==================== seletor_bebida
Fig. 1: seletor_bebida, close-up of the layout
Region (14, 14) to (54, 54) um. Cells in gray, sequential cells in the stronger gray; small squares are vias.
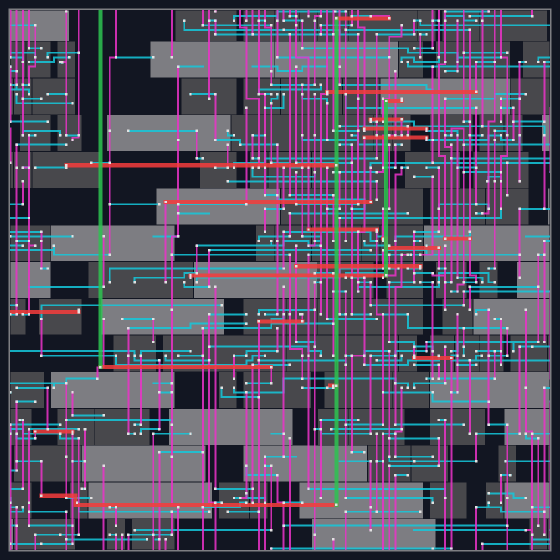

**config.mk**
```make
export PLATFORM = sky130hd
export DESIGN_NAME = seletor_bebida
export DESIGN_NICKNAME = d
export VERILOG_FILES = /design/src/rtl/seletor_bebida_pkg.sv /design/src/rtl/debounce_botao.sv /design/src/rtl/seletor_bebida.sv
export SDC_FILE = /design/constraint.sdc
export NUM_CORES = 1
export LEC_CHECK = 0
export CORE_MARGIN = 3
export CORE_UTILIZATION = 52
export CTS_CLUSTER_SIZE = 12
export DETAILED_ROUTE_END_ITERATION = 8
export GPL_TIMING_DRIVEN = 0
export PLACE_DENSITY = 0.74
export SLEW_MARGIN = 20
export SYNTH_ARGS = -nofsm -noshare
export SYNTH_HDL_FRONTEND = slang
export SYNTH_SLANG_ARGS = --single-unit
```
**constraint.sdc**
```tcl
create_clock -name clk -period 1.74 [get_ports clk]
set_clock_uncertainty 0.05 [all_clocks]
set_input_delay 0.522 -clock clk [delete_from_list [all_inputs] [get_ports clk]]
set_output_delay 0.522 -clock clk [all_outputs]
set_load 0.02 [all_outputs]
```
**src/rtl/seletor_bebida_pkg.sv**
```systemverilog
// Shared definitions for the drink selector: FSM encoding, code width and default timings.
package seletor_bebida_pkg;

  typedef enum logic [1:0] {
    Ocioso  = 2'd0,
    Selecao = 2'd1,
    Pedido  = 2'd2
  } estado_t;

  localparam int unsigned CODE_W             = 3;
  localparam int unsigned DEB_CYCLES_DEF     = 16;
  localparam int unsigned TIMEOUT_CYCLES_DEF = 1024;

endpackage

```
**src/rtl/debounce_botao.sv**
```systemverilog
// Button conditioner: 2-flop synchronizer, level debouncer and one-cycle press pulse.
module debounce_botao
  import seletor_bebida_pkg::*;
#(
  parameter int unsigned DEB_CYCLES = DEB_CYCLES_DEF
) (
  input  logic clk,
  input  logic reset,
  input  logic btn,
  output logic evento
);

  localparam int unsigned CntW = (DEB_CYCLES > 1) ? $clog2(DEB_CYCLES + 1) : 1;

  logic [1:0]      sync_q;
  logic            nivel_q, nivel_d;
  logic [CntW-1:0] cnt_q, cnt_d;
  logic            evento_q, evento_d;

  // The counter only runs while the synchronized level disagrees with the accepted one.
  always_comb begin
    nivel_d  = nivel_q;
    cnt_d    = '0;
    evento_d = 1'b0;
    if (sync_q[1] != nivel_q) begin
      if (cnt_q == CntW'(DEB_CYCLES - 1)) begin
        nivel_d  = sync_q[1];
        evento_d = sync_q[1];
      end else begin
        cnt_d = cnt_q + CntW'(1);
      end
    end
  end

  always_ff @(posedge clk or posedge reset) begin
    if (reset) begin
      sync_q   <= '0;
      nivel_q  <= 1'b0;
      cnt_q    <= '0;
      evento_q <= 1'b0;
    end else begin
      sync_q   <= {sync_q[0], btn};
      nivel_q  <= nivel_d;
      cnt_q    <= cnt_d;
      evento_q <= evento_d;
    end
  end

  assign evento = evento_q;

endmodule

```
**src/rtl/seletor_bebida.sv**
```systemverilog
// Drink selector: browse drink codes with debounced buttons and hand an order to a consumer.
module seletor_bebida
  import seletor_bebida_pkg::*;
#(
  parameter int unsigned DEB_CYCLES     = DEB_CYCLES_DEF,
  parameter int unsigned NUM_BEBIDAS    = 6,
  parameter int unsigned TIMEOUT_CYCLES = TIMEOUT_CYCLES_DEF
) (
  input  logic clk,
  input  logic reset,
  input  logic btn_avancar,
  input  logic btn_confirmar,
  input  logic btn_cancelar,
  input  logic ack,
  output logic x,
  output logic y,
  output logic z,
  output logic entrada,
  output logic pedido_valido
);

  localparam int unsigned TmoW = $clog2(TIMEOUT_CYCLES + 1);

  logic ev_avancar, ev_confirmar, ev_cancelar;

  debounce_botao #(.DEB_CYCLES(DEB_CYCLES)) u_deb_avancar (
    .clk    (clk),
    .reset  (reset),
    .btn    (btn_avancar),
    .evento (ev_avancar)
  );

  debounce_botao #(.DEB_CYCLES(DEB_CYCLES)) u_deb_confirmar (
    .clk    (clk),
    .reset  (reset),
    .btn    (btn_confirmar),
    .evento (ev_confirmar)
  );

  debounce_botao #(.DEB_CYCLES(DEB_CYCLES)) u_deb_cancelar (
    .clk    (clk),
    .reset  (reset),
    .btn    (btn_cancelar),
    .evento (ev_cancelar)
  );

  estado_t           estado_q, estado_d;
  logic [CODE_W-1:0] code_q, code_d;
  logic [TmoW-1:0]   tmo_q, tmo_d;
  logic              entrada_q, pedido_q;

  always_comb begin
    estado_d = estado_q;
    code_d   = code_q;
    tmo_d    = tmo_q;
    unique case (estado_q)
      Ocioso: begin
        tmo_d = '0;
        if (ev_avancar) begin
          estado_d = Selecao;
          code_d   = '0;
        end
      end
      Selecao: begin
        if (ev_cancelar) begin
          estado_d = Ocioso;
          code_d   = '0;
          tmo_d    = '0;
        end else if (ev_confirmar) begin
          estado_d = Pedido;
          tmo_d    = '0;
        end else if (ev_avancar) begin
          code_d = (code_q == CODE_W'(NUM_BEBIDAS - 1)) ? '0 : code_q + CODE_W'(1);
          tmo_d  = '0;
        end else if (tmo_q == TmoW'(TIMEOUT_CYCLES - 1)) begin
          estado_d = Ocioso;
          code_d   = '0;
          tmo_d    = '0;
        end else begin
          tmo_d = tmo_q + TmoW'(1);
        end
      end
      Pedido: begin
        // Code stays frozen and buttons are ignored until the consumer takes the order.
        if (ack) begin
          estado_d = Ocioso;
          code_d   = '0;
        end
      end
      default: begin
        estado_d = Ocioso;
        code_d   = '0;
        tmo_d    = '0;
      end
    endcase
  end

  // Outputs are flopped from next-state so they change on the same edge as the state.
  always_ff @(posedge clk or posedge reset) begin
    if (reset) begin
      estado_q  <= Ocioso;
      code_q    <= '0;
      tmo_q     <= '0;
      entrada_q <= 1'b0;
      pedido_q  <= 1'b0;
    end else begin
      estado_q  <= estado_d;
      code_q    <= code_d;
      tmo_q     <= tmo_d;
      entrada_q <= (estado_d != Ocioso);
      pedido_q  <= (estado_d == Pedido);
    end
  end

  assign x             = code_q[2];
  assign y             = code_q[1];
  assign z             = code_q[0];
  assign entrada       = entrada_q;
  assign pedido_valido = pedido_q;

endmodule

```
==================== uart_serial_rx
==> config.mk <==
export PLATFORM = sky130hd
export DESIGN_NAME = uart_serial_rx
export DESIGN_NICKNAME = d
export VERILOG_FILES = /design/src/rtl/uart_serial_rx.sv
export SDC_FILE = /design/constraint.sdc
export NUM_CORES = 1
export LEC_CHECK = 0
export ABC_AREA = 1
export CAP_MARGIN = 10
export CORE_MARGIN = 10
export CORE_UTILIZATION = 44
export CTS_CLUSTER_DIAMETER = 60
export DETAILED_ROUTE_END_ITERATION = 7
export PLACE_DENSITY = 0.65
export SYNTH_ARGS = -nofsm -noshare
export SYNTH_HDL_FRONTEND = slang
export SYNTH_SLANG_ARGS = --single-unit
==> constraint.sdc <==
create_clock -name i_Clock -period 1.5 [get_ports i_Clock]
set_clock_uncertainty 0.15 [all_clocks]
set_input_delay 0.3 -clock i_Clock [delete_from_list [all_inputs] [get_ports i_Clock]]
set_output_delay 0.3 -clock i_Clock [all_outputs]
set_load 0.05 [all_outputs]
==> src/rtl/uart_serial_rx.sv <==
// 8N1 UART receiver: 2-flop synchroniser, mid-bit sampling, one-cycle byte strobe.
// Optional macro UART_RX_FRAME_CHECK_EN drops frames whose stop bit samples low.
module uart_serial_rx #(
  parameter int unsigned CLKS_PER_BIT = 87
) (
  input  logic       i_Clock,
  input  logic       reset,
  input  logic       i_Rx_Serial,
  output logic       out_serial,
  output logic [7:0] fullout,
  output logic       uartFlag
);

  localparam int unsigned CNT_W = (CLKS_PER_BIT > 1) ? $clog2(CLKS_PER_BIT) : 1;
  localparam logic [CNT_W-1:0] CNT_LAST = CNT_W'(CLKS_PER_BIT - 1);
  localparam logic [CNT_W-1:0] CNT_HALF = CNT_W'((CLKS_PER_BIT - 1) / 2);

  typedef enum logic [2:0] {
    S_IDLE,
    S_START,
    S_DATA,
    S_STOP,
    S_CLEANUP
  } state_e;

  state_e           state_q, state_d;
  logic [CNT_W-1:0] cnt_q, cnt_d;
  logic [2:0]       idx_q, idx_d;
  logic [7:0]       sh_q, sh_d;
  logic [7:0]       fullout_q, fullout_d;
  logic             flag_q, flag_d;
  logic             seen_high_q, seen_high_d;
  logic             sync1_q, sync2_q;
  logic             line_c;
  logic             stop_ok_c;

  assign line_c = sync2_q;

`ifdef UART_RX_FRAME_CHECK_EN
  assign stop_ok_c = line_c;
`else
  assign stop_ok_c = 1'b1;
`endif

  // State and datapath registers; sync flops reset to idle-high.
  always_ff @(posedge i_Clock or negedge reset) begin
    if (!reset) begin
      state_q     <= S_IDLE;
      cnt_q       <= '0;
      idx_q       <= '0;
      sh_q        <= '0;
      fullout_q   <= '0;
      flag_q      <= 1'b0;
      seen_high_q <= 1'b0;
      sync1_q     <= 1'b1;
      sync2_q     <= 1'b1;
    end else begin
      state_q     <= state_d;
      cnt_q       <= cnt_d;
      idx_q       <= idx_d;
      sh_q        <= sh_d;
      fullout_q   <= fullout_d;
      flag_q      <= flag_d;
      seen_high_q <= seen_high_d;
      sync1_q     <= i_Rx_Serial;
      sync2_q     <= sync1_q;
    end
  end

  // Next-state logic; seen_high blocks re-triggering on a held-low (break) line.
  always_comb begin
    state_d     = state_q;
    cnt_d       = cnt_q;
    idx_d       = idx_q;
    sh_d        = sh_q;
    fullout_d   = fullout_q;
    flag_d      = 1'b0;
    seen_high_d = seen_high_q;

    case (state_q)
      S_IDLE: begin
        cnt_d = '0;
        idx_d = '0;
        if (line_c) begin
          seen_high_d = 1'b1;
        end else if (seen_high_q) begin
          seen_high_d = 1'b0;
          state_d     = S_START;
        end
      end

      S_START: begin
        if (cnt_q == CNT_HALF) begin
          cnt_d   = '0;
          state_d = line_c ? S_IDLE : S_DATA;
        end else begin
          cnt_d = cnt_q + CNT_W'(1);
        end
      end

      S_DATA: begin
        if (cnt_q == CNT_LAST) begin
          cnt_d       = '0;
          sh_d[idx_q] = line_c;
          if (idx_q == 3'd7) begin
            idx_d   = '0;
            state_d = S_STOP;
          end else begin
            idx_d = idx_q + 3'd1;
          end
        end else begin
          cnt_d = cnt_q + CNT_W'(1);
        end
      end

      S_STOP: begin
        if (cnt_q == CNT_LAST) begin
          cnt_d   = '0;
          state_d = S_CLEANUP;
          if (stop_ok_c) begin
            fullout_d = sh_q;
            flag_d    = 1'b1;
          end
        end else begin
          cnt_d = cnt_q + CNT_W'(1);
        end
      end

      S_CLEANUP: begin
        state_d = S_IDLE;
      end

      default: begin
        state_d = S_IDLE;
      end
    endcase
  end

  assign out_serial = sync2_q;
  assign fullout    = fullout_q;
  assign uartFlag   = flag_q;

endmodule


==> notes/layouts.md <==
Pictures saved along the way, in no particular order.

Metal layers overlaid.
Plate I
Drawn at 6 px/um. Two of the layers only.
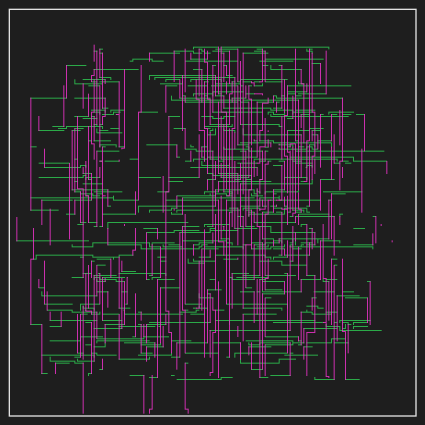
Plate II
Drawn at 4 px/um. Two of the layers only.
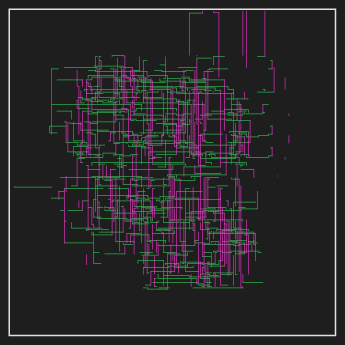
| picture | from |
|---|---|
| Plate II | uart_serial_rx |
| Plate I | seletor_bebida |

Key to Plate I:
Key: magenta = M2 [wire length 2050 um]; green = M1 [wire length 1740 um]

Fig. 2: uart_serial_rx, close-up of the layout
Region (21, 21) to (61, 61) um. Cells in gray, sequential cells in the stronger gray; small squares are vias.
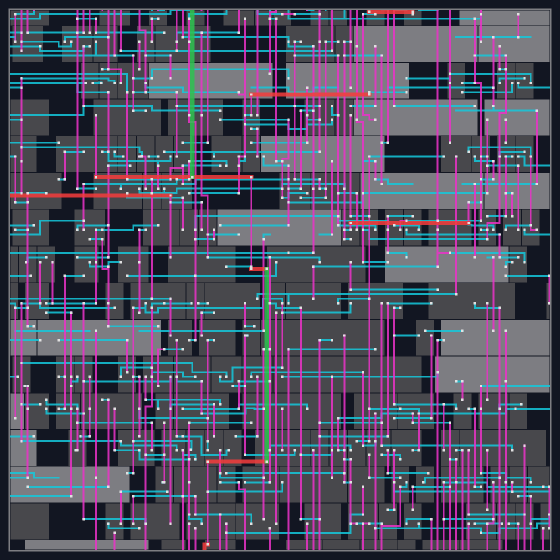
Key: magenta = M2; green = M4; cyan = M1; red = M3
143 logic cells have their middle in the window. Sequential cells in the window: 15. Netlist names of flops here include `fullout` (6), `sh_q` (5), `cnt_q` (2). Most frequent: nand2_1 (32), dfrtp_1 (15), inv_1 (13).

==> out/qor.yml, uart_serial_rx <==
yosys:
  syn_avg_cell_area_um2: 8.28
  yosysCellCount: 199
  synth_nets: 206
  flop_cell: "dfrtp_1"
  numSynthFlops: 33
  topCombFamilyByArea: "simple AND/OR/NAND/NOR gates"
  synth_cells: 199
  xor_area_share_pct: 1.59
  yosysUniqueCellTypes: 23
  adder_share_pct: 3.04
cts:
  cts-resized-gates: 20
  clock_sinks: 33
  htree_num_levels: 2
  cts_tree: "built"
setup_path:
  cp_slowest_cell: "dfrtp_1"
  cpLargestDelayFamily: "simple AND/OR/NAND/NOR gates"
  cp_num_buf_inv: 2
  crit_top_cell: "inv_2"
  max_stage_delay_ns: 0.39
  r2r-start: "cnt_q[0]$_DFFE_PN0P_"
sta:
  slew_headroom_pct: 76.6
  final_max_slew_viol_count: 0
  tns_ns: -2.99
  fin_hold_ws_ns: 0.207
  setup_viol: 29
  setup_ws_ns: -0.172
run_status:
  status: "finished, violations left"
  violations: "negative setup slack"
finish:
  fin_nets: 247
  final_cell_area_mm2: 0.00243
  drive_gt1_share_pct: 37.3
power_and_ir_drop:
  leakage_nw: 1.22
  pg_clk_mw: 0.996
  power.total_mw: 3.40
  p_comb_share_pct: 38.6
place:
  place_ws_ns: -0.134
grt:
  grt_max_degree: 34
  grt_first_pass_wirelength_mm: 6.56
  top_usage_layer: "met2"
drt:
  wl_met1_mm: 1.73
  drtIter0Drc: 103
[uart_serial_rx: how the worst max path moves through the flow]
stage                         start                endpoint  slack, ns
3_3_place_gp   cnt_q[1]$_DFFE_PN0P_  fullout[5]$_DFFE_PN0P_      -0.13
3_5_place_dp   cnt_q[1]$_DFFE_PN0P_  fullout[7]$_DFFE_PN0P_      -0.13
6_report       cnt_q[0]$_DFFE_PN0P_  state_q[1]$_DFFE_PN0P_      -0.17
4_1_cts        cnt_q[0]$_DFFE_PN0P_     sh_q[3]$_DFFE_PN0P_      -0.09
5_1_grt        cnt_q[0]$_DFFE_PN0P_     sh_q[4]$_DFFE_PN0P_      -0.26
2_1_floorplan  out_serial$_DFF_PN1_  state_q[0]$_DFFE_PN0P_      0.005
[uart_serial_rx: cell type report]
class / count / area [um^2] / share of cell area (%)
multi-input cells: 141 / 895 / 36.9
clock inverters: 3 / 65.1 / 2.68
well taps: 48 / 60.1 / 2.48
clock buffers: 5 / 68.8 / 2.84
repair buffers: 33 / 402 / 16.6
flip-flops and latches: 33 / 828 / 34.1
inverters: 26 / 108 / 4.44
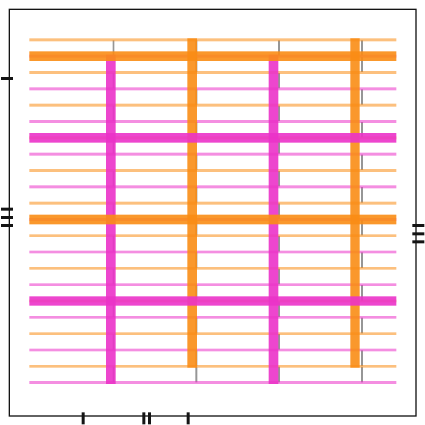
Fig. 3. Floorplan with the power grid (seletor_bebida).
Drawn at 6 px/um. Pins as bars on the die edge. Tap cells in gray.
Key: magenta = VSS; orange = VDD
11 signal pins sit on the boundary. 46 tap cells. The core has 21 rows. 22 met1 rails follow the rows.
Core Region: 0.00349 mm^2
peak supply drop: 0.551 mV
Die H: 67.5 um
die width: 67.5 um

## Picture notes: Fig. 1
Key: magenta = M2; red = M3; green = M4; cyan = M1
111 logic cells have their middle in the window. Sequential cells in the window: 18. Netlist names of flops here include `tmo_q` (5), `code_q` (3), `estado_q` (2). Most frequent: dfrtp_1 (16), nand2_1 (9), nor2_1 (9).

==> out/qor.yml, seletor_bebida <==
run_status:
  status: "finished, violations left"
  violations: "negative setup slack"
drt:
  wl_met2_mm: 2.05
  wl_mm: 4.07
  wl_met1_mm: 1.74
  wl_per_cell_um: 16.7
finish:
  n_antenna_cell: 0
sta:
  fmax_mhz: 542
  tns_ns: -0.395
  setup_viol: 10
  setup_ws_ns: -0.106
setup_path:
  reg2reg_depth: 5
  worstPathArrival_ns: 2.02
  r2r-start: "estado_q[0]$_DFF_PP0_"
  critical_path.endpoint: "tmo_q[9]$_DFFE_PP0N_"
  startpoint: "estado_q[0]$_DFF_PP0_"
grt:
  grt_first_pass_wirelength_mm: 6.98
place:
  dpl_cell_area_mm2: 0.00215
run:
  warnings: 29
## seletor_bebida: worst max-delay path, stage by stage (launching register included)
cell	delay, ns
dfrtp_2	0.42
or3b_4	0.41
or3_4	0.36
buf_6	0.16
o31ai_4	0.25
o2bb2ai_2	0.12
## seletor_bebida: cells in the mapped netlist (all sizes together), types with 3 or more instances
cell type	number
dfrtp	45
nor2	14
nand2	13
o21ai	10
nand3	7
inv	6
mux2	5
a21o	4
ha	4
nor4b	4
o31ai	4
xnor2	4
xor2	4
a21oi	3
nor2b	3
nor3b	3
or2	3
## seletor_bebida: logic make-up (layout without fill, tap and decap cells)
group / count (synthesis) / count (layout) / synth area share, %
DFF: 45 / 45 / 57.2
AOI/OAI and AO/OA: 34 / 34 / 12.2
and+or+nand+nor: 67 / 67 / 20.1
muxes: 5 / 5 / 2.86
buffers and inverters: 8 / 35 / 1.59
xor gates and xnor gates: 8 / 8 / 3.56
adders and majority gates: 4 / 4 / 2.54
## seletor_bebida: cell type report
cell class / count / area share (%)
Multi-Input combinational cell: 118 / 38.8
Tap cell: 46 / 2.36
Inverter: 6 / 0.922
Buffer: 2 / 0.615
Timing Repair Buffer: 20 / 7.58
Sequential cell: 45 / 46.2
Clock buffer: 7 / 3.53

==================== vis_serialiser
File: config.mk
export PLATFORM = sky130hd
export DESIGN_NAME = vis_serialiser
export DESIGN_NICKNAME = d
export VERILOG_FILES = /design/src/rtl/vis_serialiser.sv
export SDC_FILE = /design/constraint.sdc
export NUM_CORES = 1
export LEC_CHECK = 0
export CAP_MARGIN = 10
export CORE_AREA = 5 5 101 103
export DETAILED_ROUTE_END_ITERATION = 7
export DIE_AREA = 0 0 106 108
export PLACE_DENSITY = 0.8
export SYNTH_ARGS = -nofsm -noshare
export SYNTH_HDL_FRONTEND = slang
export SYNTH_SLANG_ARGS = --single-unit
File: constraint.sdc
create_clock -name bus_clock -period 3.9 [get_ports bus_clock]
set_input_delay 0.975 -clock bus_clock [delete_from_list [all_inputs] [get_ports bus_clock]]
set_output_delay 0.975 -clock bus_clock [all_outputs]
set_load 0.005 [all_outputs]
File: src/rtl/vis_serialiser.sv
// Visibility-pair to framed byte-stream serialiser.
// Frame: header, sequence, {re,im} payload MSB-first per pair, XOR checksum.
module vis_serialiser #(
  parameter int unsigned WIDTH  = 32,
  parameter logic [7:0]  HEADER = 8'hA5
) (
  input  logic             bus_clock,
  input  logic             bus_reset,
  input  logic             vis_valid_i,
  output logic             vis_ready_o,
  input  logic             vis_last_i,
  input  logic [WIDTH-1:0] vis_revis_i,
  input  logic [WIDTH-1:0] vis_imvis_i,
  output logic             byte_valid_o,
  input  logic             byte_ready_i,
  output logic             byte_last_o,
  output logic [7:0]       byte_data_o,
  output logic [7:0]       frame_seq_o
);

  localparam int unsigned BYTES = WIDTH / 8;
  localparam int unsigned SW    = 2 * WIDTH;
  localparam int unsigned IDX_W = $clog2(2 * BYTES);
  localparam logic [IDX_W-1:0] IDX_LAST = IDX_W'(2 * BYTES - 1);

  typedef enum logic [2:0] {
    IDLE,
    HEAD,
    SEQ,
    LOAD,
    DATA,
    SUM
  } state_t;

  state_t           state, state_nxt;
  logic [SW-1:0]    sreg, sreg_nxt;
  logic             last_q, last_nxt;
  logic [IDX_W-1:0] idx, idx_nxt;
  logic [7:0]       chk, chk_nxt;
  logic [7:0]       seq_nxt;
  logic             valid_nxt;
  logic             blast_nxt;
  logic [7:0]       data_nxt;
  logic             ready_nxt;
  logic             out_xfer;
  logic             in_xfer;

  assign out_xfer = byte_valid_o & byte_ready_i;
  assign in_xfer  = vis_valid_i & vis_ready_o;

  // State and registered outputs; outputs are computed one cycle ahead
  always_ff @(posedge bus_clock or posedge bus_reset) begin
    if (bus_reset) begin
      state        <= IDLE;
      sreg         <= '0;
      last_q       <= 1'b0;
      idx          <= '0;
      chk          <= 8'h00;
      frame_seq_o  <= 8'h00;
      byte_valid_o <= 1'b0;
      byte_last_o  <= 1'b0;
      byte_data_o  <= 8'h00;
      vis_ready_o  <= 1'b0;
    end else begin
      state        <= state_nxt;
      sreg         <= sreg_nxt;
      last_q       <= last_nxt;
      idx          <= idx_nxt;
      chk          <= chk_nxt;
      frame_seq_o  <= seq_nxt;
      byte_valid_o <= valid_nxt;
      byte_last_o  <= blast_nxt;
      byte_data_o  <= data_nxt;
      vis_ready_o  <= ready_nxt;
    end
  end

  // Next state, datapath and next output values; everything holds unless a transfer occurs
  always_comb begin
    state_nxt = state;
    sreg_nxt  = sreg;
    last_nxt  = last_q;
    idx_nxt   = idx;
    chk_nxt   = chk;
    seq_nxt   = frame_seq_o;
    valid_nxt = byte_valid_o;
    blast_nxt = byte_last_o;
    data_nxt  = byte_data_o;
    ready_nxt = vis_ready_o;

    case (state)
      IDLE: begin
        if (vis_valid_i) begin
          state_nxt = HEAD;
          valid_nxt = 1'b1;
          blast_nxt = 1'b0;
          data_nxt  = HEADER;
          ready_nxt = 1'b0;
        end
      end

      HEAD: begin
        if (out_xfer) begin
          state_nxt = SEQ;
          data_nxt  = frame_seq_o;
        end
      end

      SEQ: begin
        if (out_xfer) begin
          state_nxt = LOAD;
          chk_nxt   = frame_seq_o;
          valid_nxt = 1'b0;
          data_nxt  = 8'h00;
          ready_nxt = 1'b1;
        end
      end

      LOAD: begin
        if (in_xfer) begin
          state_nxt = DATA;
          sreg_nxt  = {vis_revis_i, vis_imvis_i};
          last_nxt  = vis_last_i;
          idx_nxt   = '0;
          ready_nxt = 1'b0;
          valid_nxt = 1'b1;
          data_nxt  = vis_revis_i[WIDTH-1 -: 8];
        end
      end

      DATA: begin
        if (out_xfer) begin
          chk_nxt  = chk ^ byte_data_o;
          sreg_nxt = sreg << 8;
          idx_nxt  = idx + IDX_W'(1);
          if (idx == IDX_LAST) begin
            if (last_q) begin
              state_nxt = SUM;
              data_nxt  = chk ^ byte_data_o;
              blast_nxt = 1'b1;
            end else begin
              state_nxt = LOAD;
              valid_nxt = 1'b0;
              data_nxt  = 8'h00;
              ready_nxt = 1'b1;
            end
          end else begin
            data_nxt = sreg[SW-9 -: 8];
          end
        end
      end

      SUM: begin
        if (out_xfer) begin
          state_nxt = IDLE;
          seq_nxt   = frame_seq_o + 8'd1;
          valid_nxt = 1'b0;
          blast_nxt = 1'b0;
          data_nxt  = 8'h00;
        end
      end

      default: begin
        state_nxt = IDLE;
        valid_nxt = 1'b0;
        blast_nxt = 1'b0;
        data_nxt  = 8'h00;
        ready_nxt = 1'b0;
      end
    endcase
  end

endmodule

==================== reg_write_arbiter_flat
===== src/rtl/reg_write_arbiter_if.sv =====
// Bus bundle for reg_write_arbiter: host and sequencer write requests in, merged register write port out.
// The slave modport is the arbiter's view; the master modport is the view of whatever drives it.
interface reg_write_arbiter_if;
  logic [9:0]  master_count_in;
  logic [4:0]  host_addr_in;
  logic [15:0] host_data_in;
  logic        host_valid_in;
  logic [4:0]  seq_addr_in;
  logic [15:0] seq_data_in;
  logic        seq_req_in;
  logic        seq_ack_out;
  logic [4:0]  addr_out;
  logic [15:0] data_out;
  logic        data_valid_out;
  logic        overflow_out;
  logic        overflow_clr_in;

  modport master (
    output master_count_in, host_addr_in, host_data_in, host_valid_in,
           seq_addr_in, seq_data_in, seq_req_in, overflow_clr_in,
    input  seq_ack_out, addr_out, data_out, data_valid_out, overflow_out
  );

  modport slave (
    input  master_count_in, host_addr_in, host_data_in, host_valid_in,
           seq_addr_in, seq_data_in, seq_req_in, overflow_clr_in,
    output seq_ack_out, addr_out, data_out, data_valid_out, overflow_out
  );
endinterface


===== src/rtl/reg_write_arbiter.sv =====
// Merges queued host register writes with sequencer writes onto one registered write port.
// Grants are withheld while the master counter sits inside the blackout window.
module reg_write_arbiter #(
  parameter int         FIFO_DEPTH  = 4,
  parameter int         FAIR_LIMIT  = 4,
  parameter logic [9:0] BLOCK_START = 10'd1016,
  parameter logic [9:0] BLOCK_END   = 10'd1023
) (
  input logic                clk_in,
  input logic                reset_in,
  reg_write_arbiter_if.slave bus
);
  localparam int              AW         = $clog2(FIFO_DEPTH);
  localparam int              SW         = $clog2(FAIR_LIMIT + 1);
  localparam logic [9:0]      SPAN       = BLOCK_END - BLOCK_START;
  localparam logic [SW-1:0]   STREAK_MAX = SW'(FAIR_LIMIT);

  typedef enum logic [1:0] {IDLE, HOST, SEQ, BLOCKED} state_e;
  typedef struct packed {
    logic [4:0]  addr;
    logic [15:0] data;
  } wr_t;

  state_e        state_q, state_d;
  wr_t           mem_q [FIFO_DEPTH];
  wr_t           head;
  logic [AW:0]   wr_ptr_q, rd_ptr_q;
  logic [SW-1:0] streak_q, streak_d;
  logic          run_q, valid_q, ack_q, ovf_q;
  logic [4:0]    addr_q;
  logic [15:0]   data_q;
  logic          fifo_empty, fifo_full, in_window, seq_ok;
  logic          host_grant, seq_grant, push, drop;

  assign fifo_empty = (wr_ptr_q == rd_ptr_q);
  assign fifo_full  = (wr_ptr_q[AW] != rd_ptr_q[AW]) &&
                      (wr_ptr_q[AW-1:0] == rd_ptr_q[AW-1:0]);
  assign head       = mem_q[rd_ptr_q[AW-1:0]];
  // Modular distance from the window start also covers a window ending at 1023.
  assign in_window  = (bus.master_count_in - BLOCK_START) <= SPAN;
  // While our ack is visible the sequencer still holds the old request; never regrant it.
  assign seq_ok     = run_q && !in_window && bus.seq_req_in && !ack_q;
  assign push       = bus.host_valid_in && (!fifo_full || host_grant);
  assign drop       = bus.host_valid_in && fifo_full && !host_grant;

  // NOTE: sequential state uses non-blocking assignments so every register samples
  // pre-edge values no matter in which order the simulator runs the processes.
  always_ff @(posedge clk_in or negedge reset_in) begin
    if (!reset_in) state_q <= IDLE;
    else           state_q <= state_d;
  end

  // NOTE: each always_comb assigns a default first, so no path leaves a latch behind.
  always_comb begin
    state_d = state_q;
    if (host_grant)                                       state_d = HOST;
    else if (seq_grant)                                   state_d = SEQ;
    else if (in_window && (!fifo_empty || bus.seq_req_in)) state_d = BLOCKED;
    else if (fifo_empty && !bus.seq_req_in)               state_d = IDLE;
  end

  always_comb begin
    host_grant = 1'b0;
    seq_grant  = 1'b0;
    if (run_q && !in_window && !fifo_empty && !(seq_ok && streak_q == STREAK_MAX))
      host_grant = 1'b1;
    else if (seq_ok)
      seq_grant = 1'b1;
  end

  always_comb begin
    streak_d = streak_q;
    if (seq_grant || !bus.seq_req_in)
      streak_d = '0;
    else if (host_grant && streak_q != STREAK_MAX)
      streak_d = streak_q + SW'(1);
  end

  // NOTE: the queue storage is not reset; the pointers alone say which entries are live.
  always_ff @(posedge clk_in) begin
    if (push) mem_q[wr_ptr_q[AW-1:0]] <= '{addr: bus.host_addr_in, data: bus.host_data_in};
  end

  always_ff @(posedge clk_in or negedge reset_in) begin
    if (!reset_in) begin
      wr_ptr_q <= '0;
      rd_ptr_q <= '0;
      streak_q <= '0;
      run_q    <= 1'b0;
      valid_q  <= 1'b0;
      ack_q    <= 1'b0;
      ovf_q    <= 1'b0;
      addr_q   <= '0;
      data_q   <= '0;
    end else begin
      run_q    <= 1'b1;
      streak_q <= streak_d;
      if (push)       wr_ptr_q <= wr_ptr_q + (AW+1)'(1);
      if (host_grant) rd_ptr_q <= rd_ptr_q + (AW+1)'(1);
      valid_q  <= host_grant || seq_grant;
      ack_q    <= seq_grant;
      ovf_q    <= drop || (ovf_q && !bus.overflow_clr_in);
      if (host_grant) begin
        addr_q <= head.addr;
        data_q <= head.data;
      end else if (seq_grant) begin
        addr_q <= bus.seq_addr_in;
        data_q <= bus.seq_data_in;
      end
    end
  end

  assign bus.data_valid_out = valid_q;
  assign bus.seq_ack_out    = ack_q;
  assign bus.overflow_out   = ovf_q;
  assign bus.addr_out       = addr_q;
  assign bus.data_out       = data_q;
endmodule


===== src/flat_wrapper.sv =====
// flat-port wrapper written by rule: the top's interface ports become plain ports
module reg_write_arbiter_flat 
#(
  parameter int         FIFO_DEPTH  = 4,
  parameter int         FAIR_LIMIT  = 4,
  parameter logic [9:0] BLOCK_START = 10'd1016,
  parameter logic [9:0] BLOCK_END   = 10'd1023
)
  (clk_in, reset_in, bus_master_count_in, bus_host_addr_in, bus_host_data_in, bus_host_valid_in, bus_seq_addr_in, bus_seq_data_in, bus_seq_req_in, bus_overflow_clr_in, bus_seq_ack_out, bus_addr_out, bus_data_out, bus_data_valid_out, bus_overflow_out);
  reg_write_arbiter_if bus_i ();
  input logic clk_in;
  input logic reset_in;
  input wire logic [$bits(bus_i.master_count_in)-1:0] bus_master_count_in;
  input wire logic [$bits(bus_i.host_addr_in)-1:0] bus_host_addr_in;
  input wire logic [$bits(bus_i.host_data_in)-1:0] bus_host_data_in;
  input wire logic [$bits(bus_i.host_valid_in)-1:0] bus_host_valid_in;
  input wire logic [$bits(bus_i.seq_addr_in)-1:0] bus_seq_addr_in;
  input wire logic [$bits(bus_i.seq_data_in)-1:0] bus_seq_data_in;
  input wire logic [$bits(bus_i.seq_req_in)-1:0] bus_seq_req_in;
  input wire logic [$bits(bus_i.overflow_clr_in)-1:0] bus_overflow_clr_in;
  output wire logic [$bits(bus_i.seq_ack_out)-1:0] bus_seq_ack_out;
  output wire logic [$bits(bus_i.addr_out)-1:0] bus_addr_out;
  output wire logic [$bits(bus_i.data_out)-1:0] bus_data_out;
  output wire logic [$bits(bus_i.data_valid_out)-1:0] bus_data_valid_out;
  output wire logic [$bits(bus_i.overflow_out)-1:0] bus_overflow_out;
  assign bus_i.master_count_in = bus_master_count_in;
  assign bus_i.host_addr_in = bus_host_addr_in;
  assign bus_i.host_data_in = bus_host_data_in;
  assign bus_i.host_valid_in = bus_host_valid_in;
  assign bus_i.seq_addr_in = bus_seq_addr_in;
  assign bus_i.seq_data_in = bus_seq_data_in;
  assign bus_i.seq_req_in = bus_seq_req_in;
  assign bus_i.overflow_clr_in = bus_overflow_clr_in;
  assign bus_seq_ack_out = bus_i.seq_ack_out;
  assign bus_addr_out = bus_i.addr_out;
  assign bus_data_out = bus_i.data_out;
  assign bus_data_valid_out = bus_i.data_valid_out;
  assign bus_overflow_out = bus_i.overflow_out;
  reg_write_arbiter #(.FIFO_DEPTH(FIFO_DEPTH), .FAIR_LIMIT(FAIR_LIMIT), .BLOCK_START(BLOCK_START), .BLOCK_END(BLOCK_END)) u_core (.clk_in(clk_in), .reset_in(reset_in), .bus(bus_i));
endmodule

===== config.mk =====
export PLATFORM = sky130hd
export DESIGN_NAME = reg_write_arbiter_flat
export DESIGN_NICKNAME = d
export VERILOG_FILES = /design/src/rtl/reg_write_arbiter_if.sv /design/src/rtl/reg_write_arbiter.sv /design/src/flat_wrapper.sv
export SDC_FILE = /design/constraint.sdc
export NUM_CORES = 1
export LEC_CHECK = 0
export CAP_MARGIN = 20
export CORE_ASPECT_RATIO = 1.25
export CORE_MARGIN = 10
export CORE_UTILIZATION = 53
export CTS_CLUSTER_DIAMETER = 40
export DETAILED_ROUTE_END_ITERATION = 12
export GPL_TIMING_DRIVEN = 0
export PLACE_DENSITY = 0.8
export SYNTH_ARGS = -nofsm -noshare
export SYNTH_HDL_FRONTEND = slang
export SYNTH_SLANG_ARGS = --single-unit

===== constraint.sdc =====
create_clock -name clk_in -period 3.3 [get_ports clk_in]
set_clock_uncertainty 0.1 [all_clocks]
set_input_delay 0.99 -clock clk_in [delete_from_list [all_inputs] [get_ports clk_in]]
set_output_delay 0.99 -clock clk_in [all_outputs]
set_load 0.01 [all_outputs]

==================== cordic_job_scheduler
File: src/rtl/cordic_sched_pkg.sv
// Shared types and constants for the CORDIC job scheduler.
package cordic_sched_pkg;

  localparam int FLOAT_W = 32;

  typedef enum logic [1:0] {
    IDLE  = 2'd0,
    BUSY  = 2'd1,
    DRAIN = 2'd2
  } state_e;

  // Queued job: function select plus float32 angle (33 bits).
  typedef struct packed {
    logic               cos;
    logic [FLOAT_W-1:0] theta;
  } cmd_entry_t;

  // Completed job: timeout flag, core invalid flag, float32 result (34 bits).
  typedef struct packed {
    logic               err;
    logic               invalid;
    logic [FLOAT_W-1:0] result;
  } rsp_entry_t;

endpackage

File: src/rtl/cordic_job_fifo.sv
// Synchronous first-word-fall-through FIFO with occupancy count and flush.
// Pointers carry one extra MSB so full and empty are distinguishable.
module cordic_job_fifo #(
  parameter int WIDTH = 33,
  parameter int DEPTH = 4
) (
  input  logic                   clk,
  input  logic                   rst_n,
  input  logic                   flush,
  input  logic                   push,
  input  logic [WIDTH-1:0]       wdata,
  input  logic                   pop,
  output logic [WIDTH-1:0]       rdata,
  output logic                   full,
  output logic                   empty,
  output logic [$clog2(DEPTH):0] count
);
  localparam int AW = $clog2(DEPTH);

  logic [AW:0]      wr_ptr_q, rd_ptr_q;
  logic [WIDTH-1:0] mem_q [DEPTH];
  logic             do_push, do_pop;

  assign count   = wr_ptr_q - rd_ptr_q;
  assign empty   = (count == '0);
  assign full    = (count == (AW+1)'(DEPTH));
  assign do_push = push & ~full;
  assign do_pop  = pop & ~empty;
  assign rdata   = mem_q[rd_ptr_q[AW-1:0]];

  // Pointer update; flush empties the FIFO and overrides any push or pop.
  always_ff @(posedge clk or negedge rst_n) begin
    // NOTE: sequential state uses non-blocking assignments so every register
    // samples pre-edge values regardless of block evaluation order.
    if (!rst_n) begin
      wr_ptr_q <= '0;
      rd_ptr_q <= '0;
    end else if (flush) begin
      wr_ptr_q <= '0;
      rd_ptr_q <= '0;
    end else begin
      if (do_push) wr_ptr_q <= wr_ptr_q + (AW+1)'(1);
      if (do_pop)  rd_ptr_q <= rd_ptr_q + (AW+1)'(1);
    end
  end

  // Storage write.
  always_ff @(posedge clk) begin
    // NOTE: storage has no reset; the pointers define which words are valid,
    // and leaving the array unreset lets it map onto plain RAM/flops.
    if (do_push) mem_q[wr_ptr_q[AW-1:0]] <= wdata;
  end

endmodule

File: src/rtl/cordic_job_scheduler.sv
// Queues sin/cos jobs and issues them one at a time to the shared CORDIC core,
// collecting results (or timeout errors) into a response FIFO.
module cordic_job_scheduler
  import cordic_sched_pkg::*;
#(
  parameter int DEPTH      = 4,
  parameter int TIMEOUT    = 64,
  parameter int IRQ_THRESH = 1
) (
  input  logic                   clk,
  input  logic                   rst_n,
  input  logic                   cmd_valid,
  output logic                   cmd_ready,
  input  logic [FLOAT_W-1:0]     cmd_theta,
  input  logic                   cmd_cos,
  output logic                   rsp_valid,
  input  logic                   rsp_ready,
  output logic [FLOAT_W-1:0]     rsp_result,
  output logic                   rsp_invalid,
  output logic                   rsp_err,
  input  logic                   flush,
  input  logic                   err_clr,
  output logic [FLOAT_W-1:0]     core_theta,
  output logic                   core_cos,
  output logic                   core_start,
  input  logic                   core_done,
  input  logic [FLOAT_W-1:0]     core_result,
  input  logic                   core_invalid,
  output logic                   busy,
  output logic [$clog2(DEPTH):0] cmd_count,
  output logic [$clog2(DEPTH):0] rsp_count,
  output logic                   irq
);
  localparam int CW = $clog2(DEPTH) + 1;
  localparam int TW = $clog2(TIMEOUT);
  localparam logic [TW-1:0] TIMER_LAST = TW'(TIMEOUT - 1);
  localparam logic [CW-1:0] IRQ_LEVEL  = CW'(IRQ_THRESH);

  state_e             state_q, state_d;
  logic [TW-1:0]      timer_q, timer_d;
  logic               err_sticky_q, err_sticky_d;
  logic [FLOAT_W-1:0] core_theta_q, core_theta_d;
  logic               core_cos_q, core_cos_d;

  cmd_entry_t cmd_wdata, cmd_head;
  rsp_entry_t rsp_wdata, rsp_head;
  logic       cmd_full, cmd_empty, rsp_full, rsp_empty;
  logic       cmd_push, can_issue, issue, rsp_push, set_err, timeout;

  // Flush beats a simultaneous push; the issue check on response space
  // guarantees the response FIFO never overflows.
  assign cmd_wdata = '{cos: cmd_cos, theta: cmd_theta};
  assign cmd_push  = cmd_valid & ~cmd_full & ~flush;
  assign can_issue = ~cmd_empty & ~rsp_full & ~flush;
  assign timeout   = (timer_q == TIMER_LAST);

  cordic_job_fifo #(.WIDTH($bits(cmd_entry_t)), .DEPTH(DEPTH)) u_cmd_fifo (
    .clk   (clk),
    .rst_n (rst_n),
    .flush (flush),
    .push  (cmd_push),
    .wdata (cmd_wdata),
    .pop   (issue),
    .rdata (cmd_head),
    .full  (cmd_full),
    .empty (cmd_empty),
    .count (cmd_count)
  );

  cordic_job_fifo #(.WIDTH($bits(rsp_entry_t)), .DEPTH(DEPTH)) u_rsp_fifo (
    .clk   (clk),
    .rst_n (rst_n),
    .flush (flush),
    .push  (rsp_push),
    .wdata (rsp_wdata),
    .pop   (rsp_ready),
    .rdata (rsp_head),
    .full  (rsp_full),
    .empty (rsp_empty),
    .count (rsp_count)
  );

  // State and datapath registers.
  always_ff @(posedge clk or negedge rst_n) begin
    if (!rst_n) begin
      state_q      <= IDLE;
      timer_q      <= '0;
      err_sticky_q <= 1'b0;
      core_theta_q <= '0;
      core_cos_q   <= 1'b0;
    end else begin
      state_q      <= state_d;
      timer_q      <= timer_d;
      err_sticky_q <= err_sticky_d;
      core_theta_q <= core_theta_d;
      core_cos_q   <= core_cos_d;
    end
  end

  // Next-state logic; a done pulse coinciding with flush returns straight to IDLE.
  always_comb begin
    // NOTE: default assignment first so no path leaves state_d unassigned,
    // which would otherwise infer a latch.
    state_d = state_q;
    unique case (state_q)
      IDLE:    if (can_issue) state_d = BUSY;
      BUSY: begin
        if (flush)                    state_d = core_done ? IDLE : DRAIN;
        else if (core_done | timeout) state_d = IDLE;
      end
      DRAIN:   if (core_done | timeout) state_d = IDLE;
      default: state_d = IDLE;
    endcase
  end

  // FSM outputs: core handshake, issue strobe and response push.
  always_comb begin
    core_start = (state_q == BUSY);
    busy       = (state_q != IDLE);
    issue      = (state_q == IDLE) & can_issue;
    rsp_push   = (state_q == BUSY) & ~flush & (core_done | timeout);
    set_err    = (state_q == BUSY) & ~flush & ~core_done & timeout;
    rsp_wdata  = '{err: 1'b1, invalid: 1'b0, result: '0};
    if (core_done) rsp_wdata = '{err: 1'b0, invalid: core_invalid, result: core_result};
  end

  // Timer, sticky error and core operand capture; a new timeout beats err_clr.
  always_comb begin
    timer_d      = timer_q;
    err_sticky_d = err_sticky_q;
    core_theta_d = core_theta_q;
    core_cos_d   = core_cos_q;
    if (issue) begin
      timer_d      = '0;
      core_theta_d = cmd_head.theta;
      core_cos_d   = cmd_head.cos;
    end else if (state_q != IDLE) begin
      timer_d = timer_q + TW'(1);
    end
    if (set_err)      err_sticky_d = 1'b1;
    else if (err_clr) err_sticky_d = 1'b0;
  end

  assign cmd_ready   = ~cmd_full;
  assign rsp_valid   = ~rsp_empty;
  assign rsp_result  = rsp_empty ? '0 : rsp_head.result;
  assign rsp_invalid = ~rsp_empty & rsp_head.invalid;
  assign rsp_err     = ~rsp_empty & rsp_head.err;
  assign core_theta  = core_theta_q;
  assign core_cos    = core_cos_q;
  assign irq         = (rsp_count >= IRQ_LEVEL) | err_sticky_q;

endmodule

File: config.mk
export PLATFORM = sky130hd
export DESIGN_NAME = cordic_job_scheduler
export DESIGN_NICKNAME = d
export VERILOG_FILES = /design/src/rtl/cordic_sched_pkg.sv /design/src/rtl/cordic_job_fifo.sv /design/src/rtl/cordic_job_scheduler.sv
export SDC_FILE = /design/constraint.sdc
export NUM_CORES = 1
export LEC_CHECK = 0
export ABC_AREA = 1
export CAP_MARGIN = 0
export CORE_ASPECT_RATIO = 1.5
export CORE_MARGIN = 2
export CORE_UTILIZATION = 25
export CTS_CLUSTER_DIAMETER = 40
export DETAILED_ROUTE_END_ITERATION = 10
export GPL_ROUTABILITY_DRIVEN = 0
export PLACE_DENSITY_LB_ADDON = 0.12
export SLEW_MARGIN = 0
export SYNTH_ARGS = -nofsm -noshare
export SYNTH_HDL_FRONTEND = slang
export SYNTH_SLANG_ARGS = --single-unit
File: constraint.sdc
create_clock -name clk -period 6.25 [get_ports clk]
set_input_delay 0.9375 -clock clk [delete_from_list [all_inputs] [get_ports clk]]
set_output_delay 0.9375 -clock clk [all_outputs]
set_load 0.1 [all_outputs]
Fig. 4: reg_write_arbiter_flat, metal layers overlaid
Drawn at 3 px/um. Two of the layers only.
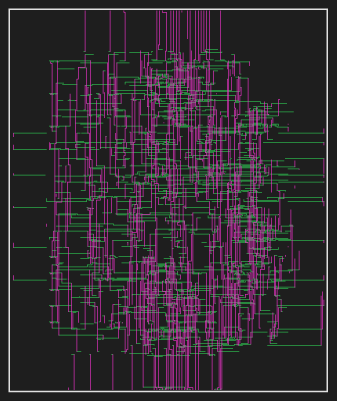
Key: magenta = M2 [wire length 5960 um]; green = M1 [wire length 4190 um]
via count: 3022
Post-Route WL: 11.0 mm
Avg WL per Cell: 21.1 um

==> out/qor.yml, reg_write_arbiter_flat <==
run_status:
  status: "completed"
floorplan:
  boundaryPins: 81
  die_y_um: 127
  die_w_um: 106
yosys:
  mux_share_pct: 10.4
  yosys.stat.seqShare_pct: 69.6
  largest_area_cell: "edfxtp_1"
sta:
  rsz0062_at_grt: "false"
place:
  place_hpwl_mm: 7.45
  place_ws_ns: -0.647
setup_path:
  crit_type: "input pin to register"
  cp_num_buf_inv: 2
  endpoint_kind: "register"
cts:
  htree_num_levels: 4
  cts-resized-gates: 2
drt:
  drc: 0
finish:
  final_util_pct: 72.6
  fin_nets: 451
grt:
  grt_overflow: 0
min_path:
  min_to: "u_core.bus.overflow_out$_DFF_PN0_"
-- reg_write_arbiter_flat: routing by layer --
layer	routed length, um	GRT usage (%)	vias to the layer above
met5	0	0	-
met4	193	7.26	0
met3	608	5.17	14
met2	5960	28.6	100
met1	4190	19.0	1542
li1	-	-	1366
-- reg_write_arbiter_flat: layout make-up --
type | instances | area (um^2) | area share, %
Timing Repair Buffer | 79 | 808 | 12.7
Tap cell | 120 | 150 | 2.35
Multi-Input combinational cell | 146 | 1370 | 21.5
Buffer | 18 | 83.8 | 1.31
Sequential cell | 118 | 3370 | 52.8
Inverter | 6 | 22.5 | 0.353
Clock buffer | 17 | 414 | 6.48
Clock inverter | 15 | 163 | 2.55
-- reg_write_arbiter_flat: cell usage in the layout (no fill, tap or decap), types with 10 or more instances in the layout --
cell | Yosys | layout
dfrtp_1 | 34 | 34
o21ai_0 | 25 | 25
clkbuf_16 | 0 | 16
edfxtp_1 | 84 | 84
clkbuf_1 | 10 | 10
a31oi_1 | 22 | 22
mux4_2 | 21 | 21
clkdlybuf4s50_1 | 0 | 76
a2bb2oi_1 | 21 | 21
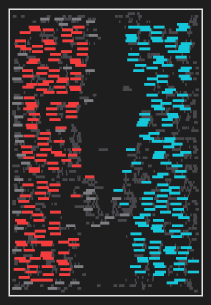
Fig. 5. Flops by top-level scope (cordic_job_scheduler).
Drawn at 1 px/um. Other sequential cells in the stronger gray, the rest of the logic in the fainter gray.
Key: red = `u_cmd_fifo` [sequential cells 138]; cyan = `u_rsp_fifo` [sequential cells 142, where a column on the right]

==> out/qor.yml, cordic_job_scheduler <==
drt:
  via_count: 8595
  dr.pass1.iters: 4
  wl_mm: 33.1
  wl_per_cell_um: 16.7
  drc: 0
grt:
  track_usage_pct: 12.3
  grt_use_met1_pct: 15.1
  top_usage_layer: "met2"
  gr-usage-met3_pct: 2.52
finish:
  layout.nonclk_buf_share_pct: 9.71
  finalNonFillerCells: 1980
  dominant_cells: "sequential cells"
  sh_comb_area_pct: 18.7
setup_path:
  cp_slowest_cell: "clkdlybuf4s50_1"
  rrSetupSlack_ns: 2.70
  critical_path.endpoint: "rsp_result[30]"
  endpoint_kind: "output pin"
  reg2reg_depth: 10
  path_max_fanout: 39
  worstPathArrival_ns: 4.34
  crit_required_ns: 5.31
  cpLargestDelayFamily: "buffers and inverters"
sta:
  setup_ws_ns: 0.972
  timing.final.hold_violations: 0
  min_period_over_period_pct: 84.4
  final_max_slew_viol_count: 0
yosys:
  yosys.stat.seqShare_pct: 71.4
  synth_cells: 1111
  yosysUniqueCellTypes: 30
  synthAoiAreaFrac_pct: 7.31
  synth-edff-count: 268
cts:
  cts_root_buf: "clkbuf_16"
  cts_hold_buf: 0
  cts_setup_buffers: 0
run_status:
  status: "completed"
floorplan:
  boundaryPins: 151
  initCoreUtil_pct: 25.2
==> cordic_job_scheduler: synth_stat cells, drive strengths merged, types with 2 or more instances <==
master,n,share of area [%]
a21oi,2,0.076
buf,29,1.3
clkbuf,31,0.88
dfrtp,54,10
edfxtp,268,61
fa,2,0.30
ha,13,1.2
inv,103,2.9
nand2,205,5.9
nand3,26,1.2
nand4,8,0.49
nor2,220,6.5
nor3,2,0.076
o21ai,73,2.8
o32ai,67,4.5
xor2,6,0.40
==> cordic_job_scheduler: through the flow <==
stage                     cell area [um^2]  utilization, %  hold WS, ns
after floorplan                      13200               -        0.499
after global placement               15400            29.5        0.466
after detailed placement             15400            29.5        0.464
after CTS                            16800            32.2        0.482
after global routing                 16800            32.2        0.505
final                                16800            32.2        0.478
==> cordic_job_scheduler: registers in the layout (all words and copies together), names as in the netlist <==
name                 count
state_q                  2
core_cos                 1
u_rsp_fifo.wr_ptr_q      3
u_cmd_fifo.rd_ptr_q      3
u_rsp_fifo.rd_ptr_q      3
u_cmd_fifo.wr_ptr_q      3
u_cmd_fifo.mem_q       132
u_rsp_fifo.mem_q       136
core_theta              32
timer_q                  6
err_sticky_q             1
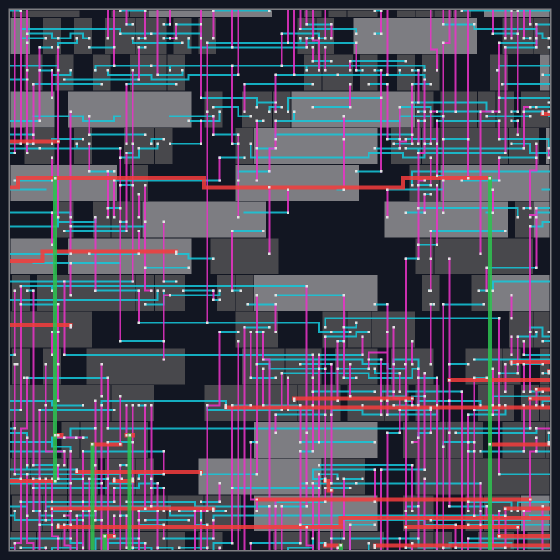
Fig. 6. Close-up of the layout (vis_serialiser).
Region (33, 34) to (73, 74) um. Cells in gray, sequential cells in the stronger gray; small squares are vias.
Key: magenta = M2; red = M3; green = M4; cyan = M1
129 logic cells have their middle in the window. Most frequent: nand2_1 (20), nor2_1 (20). Netlist names of flops here include `sreg` (10), `chk` (3). Sequential cells in the window: 14.

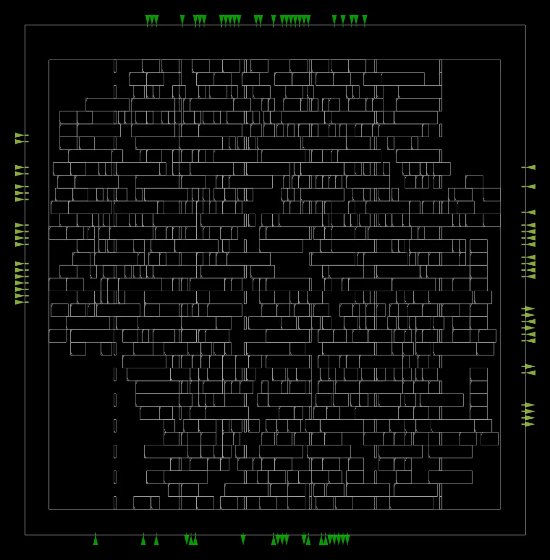
Fig. 7. Placed standard cells (vis_serialiser).
TAP cells: 111
Core Region: 0.00911 mm^2

==> out/qor.yml, vis_serialiser <==
run_status:
  status: "completed"
yosys:
  synthAoiAreaFrac_pct: 21.7
  ys_top_cells_by_count: "nand2_1 (105), dfrtp_1 (90), nor2_1 (61), a31oi_1 (53), buf_2 (19)"
  ys.warnings.count: 0
  topCombFamilyByArea: "AND-OR/OR-AND gates"
  numSynthFlops: 90
setup_path:
  rrSetupSlack_ns: 1.30
  cp_cell_sequence: "clkdlybuf4s50_1, nand3b_1, nor2_1, o21a_1, a2bb2oi_1"
  path_max_fanout: 12
  r2r-end: "sreg[38]$_DFFE_PP0P_"
  endpoint_kind: "register"
finish:
  n_antenna_cell: 0
  inv_count: 12
  fin_nets: 648
drt:
  wl_mm: 11.6
  via_per_inst: 5.95
  top_layer_used: "met4"
sta:
  timing.final.hold_violations: 0
  rsz0062_at_grt: "false"
floorplan:
  initCoreUtil_pct: 50.5
  die_w_um: 106
  die_area_mm2: 0.0114
run:
  warnings: 26
place:
  place_hpwl_mm: 7.94
  dpl_cell_area_mm2: 0.00549
grt:
  grt_first_pass_wirelength_mm: 19.0
  grt_pass1_vias: 3916
  grt_use_met1_pct: 27.4
cts:
  cts_root_buf: "clkbuf_8"
vis_serialiser: registers in the layout, summed over array words and instances (netlist names):
signal        cells
sreg             56
byte_data_o       8
chk               8
frame_seq_o       8
idx               3
state             3
byte_last_o       1
byte_valid_o      1
last_q            1
vis_ready_o       1
vis_serialiser: layout by cell type (no fill, tap or decap), types with 5 or more instances in the layout:
master and count:
nand2_1 104, dfrtp_1 90, clkdlybuf4s50_1 87, nor2_1 61
a31oi_1 53, o21ai_0 14, a22o_1 14, nand3_1 11
inv_1 11, xnor2_1 10, o22ai_1 9, clkbuf_8 9
a21oi_1 8, a21boi_0 7, nand4_1 5, o2bb2ai_1 5
a32oi_1 5, a2bb2oi_1 5
vis_serialiser: cells by family (layout without fill, tap and decap cells):
logic type,after synthesis,after routing
buf+inv,52,121
compound gates,144,144
mux,7,7
flops,90,90
fa+ha+maj,3,3
xor+xnor,12,12
simple gates,204,204
vis_serialiser: stage by stage:
| stage | util, % |
|---|---|
| after floorplan | - |
| after global placement | 60.3 |
| after detailed placement | 60.3 |
| after CTS | 62.8 |
| after global routing | 62.8 |
| final | 62.8 |


==> screenshots <==
The metal 2 layer.
panel A
Drawn at 3 px/um. Cells faint in the background.
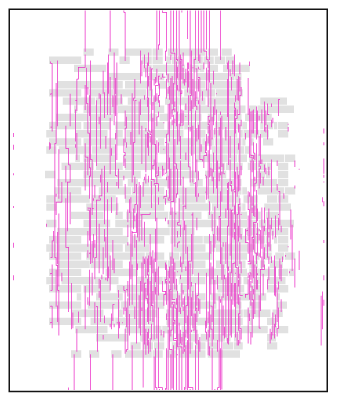
panel B
Drawn at 6 px/um. Cells faint in the background.
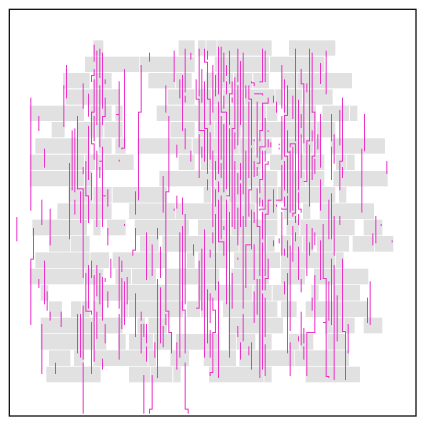
panel C
Drawn at 1.5 px/um. Cells faint in the background.
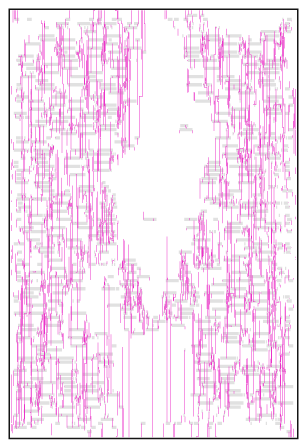
panel D
Drawn at 4 px/um. Cells faint in the background.
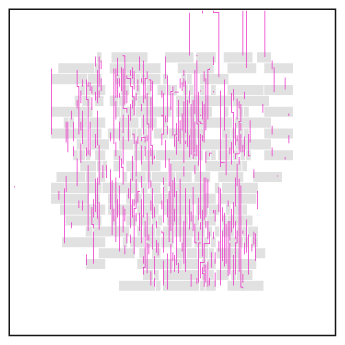
panel E
Drawn at 3 px/um. Cells faint in the background.
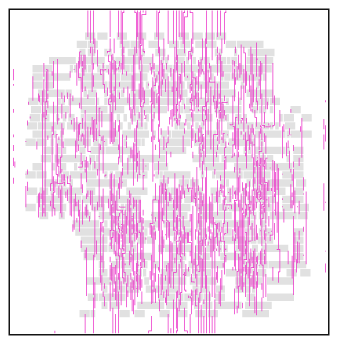
Of these, smallest die: panel B
Of these, largest die: panel C
For reg_write_arbiter_flat, see panel A.
For cordic_job_scheduler, see panel C.
For vis_serialiser, see panel E.
For uart_serial_rx, see panel D.
For seletor_bebida, see panel B.

Power figures rest on the tool's default switching activity, not on a simulated workload.
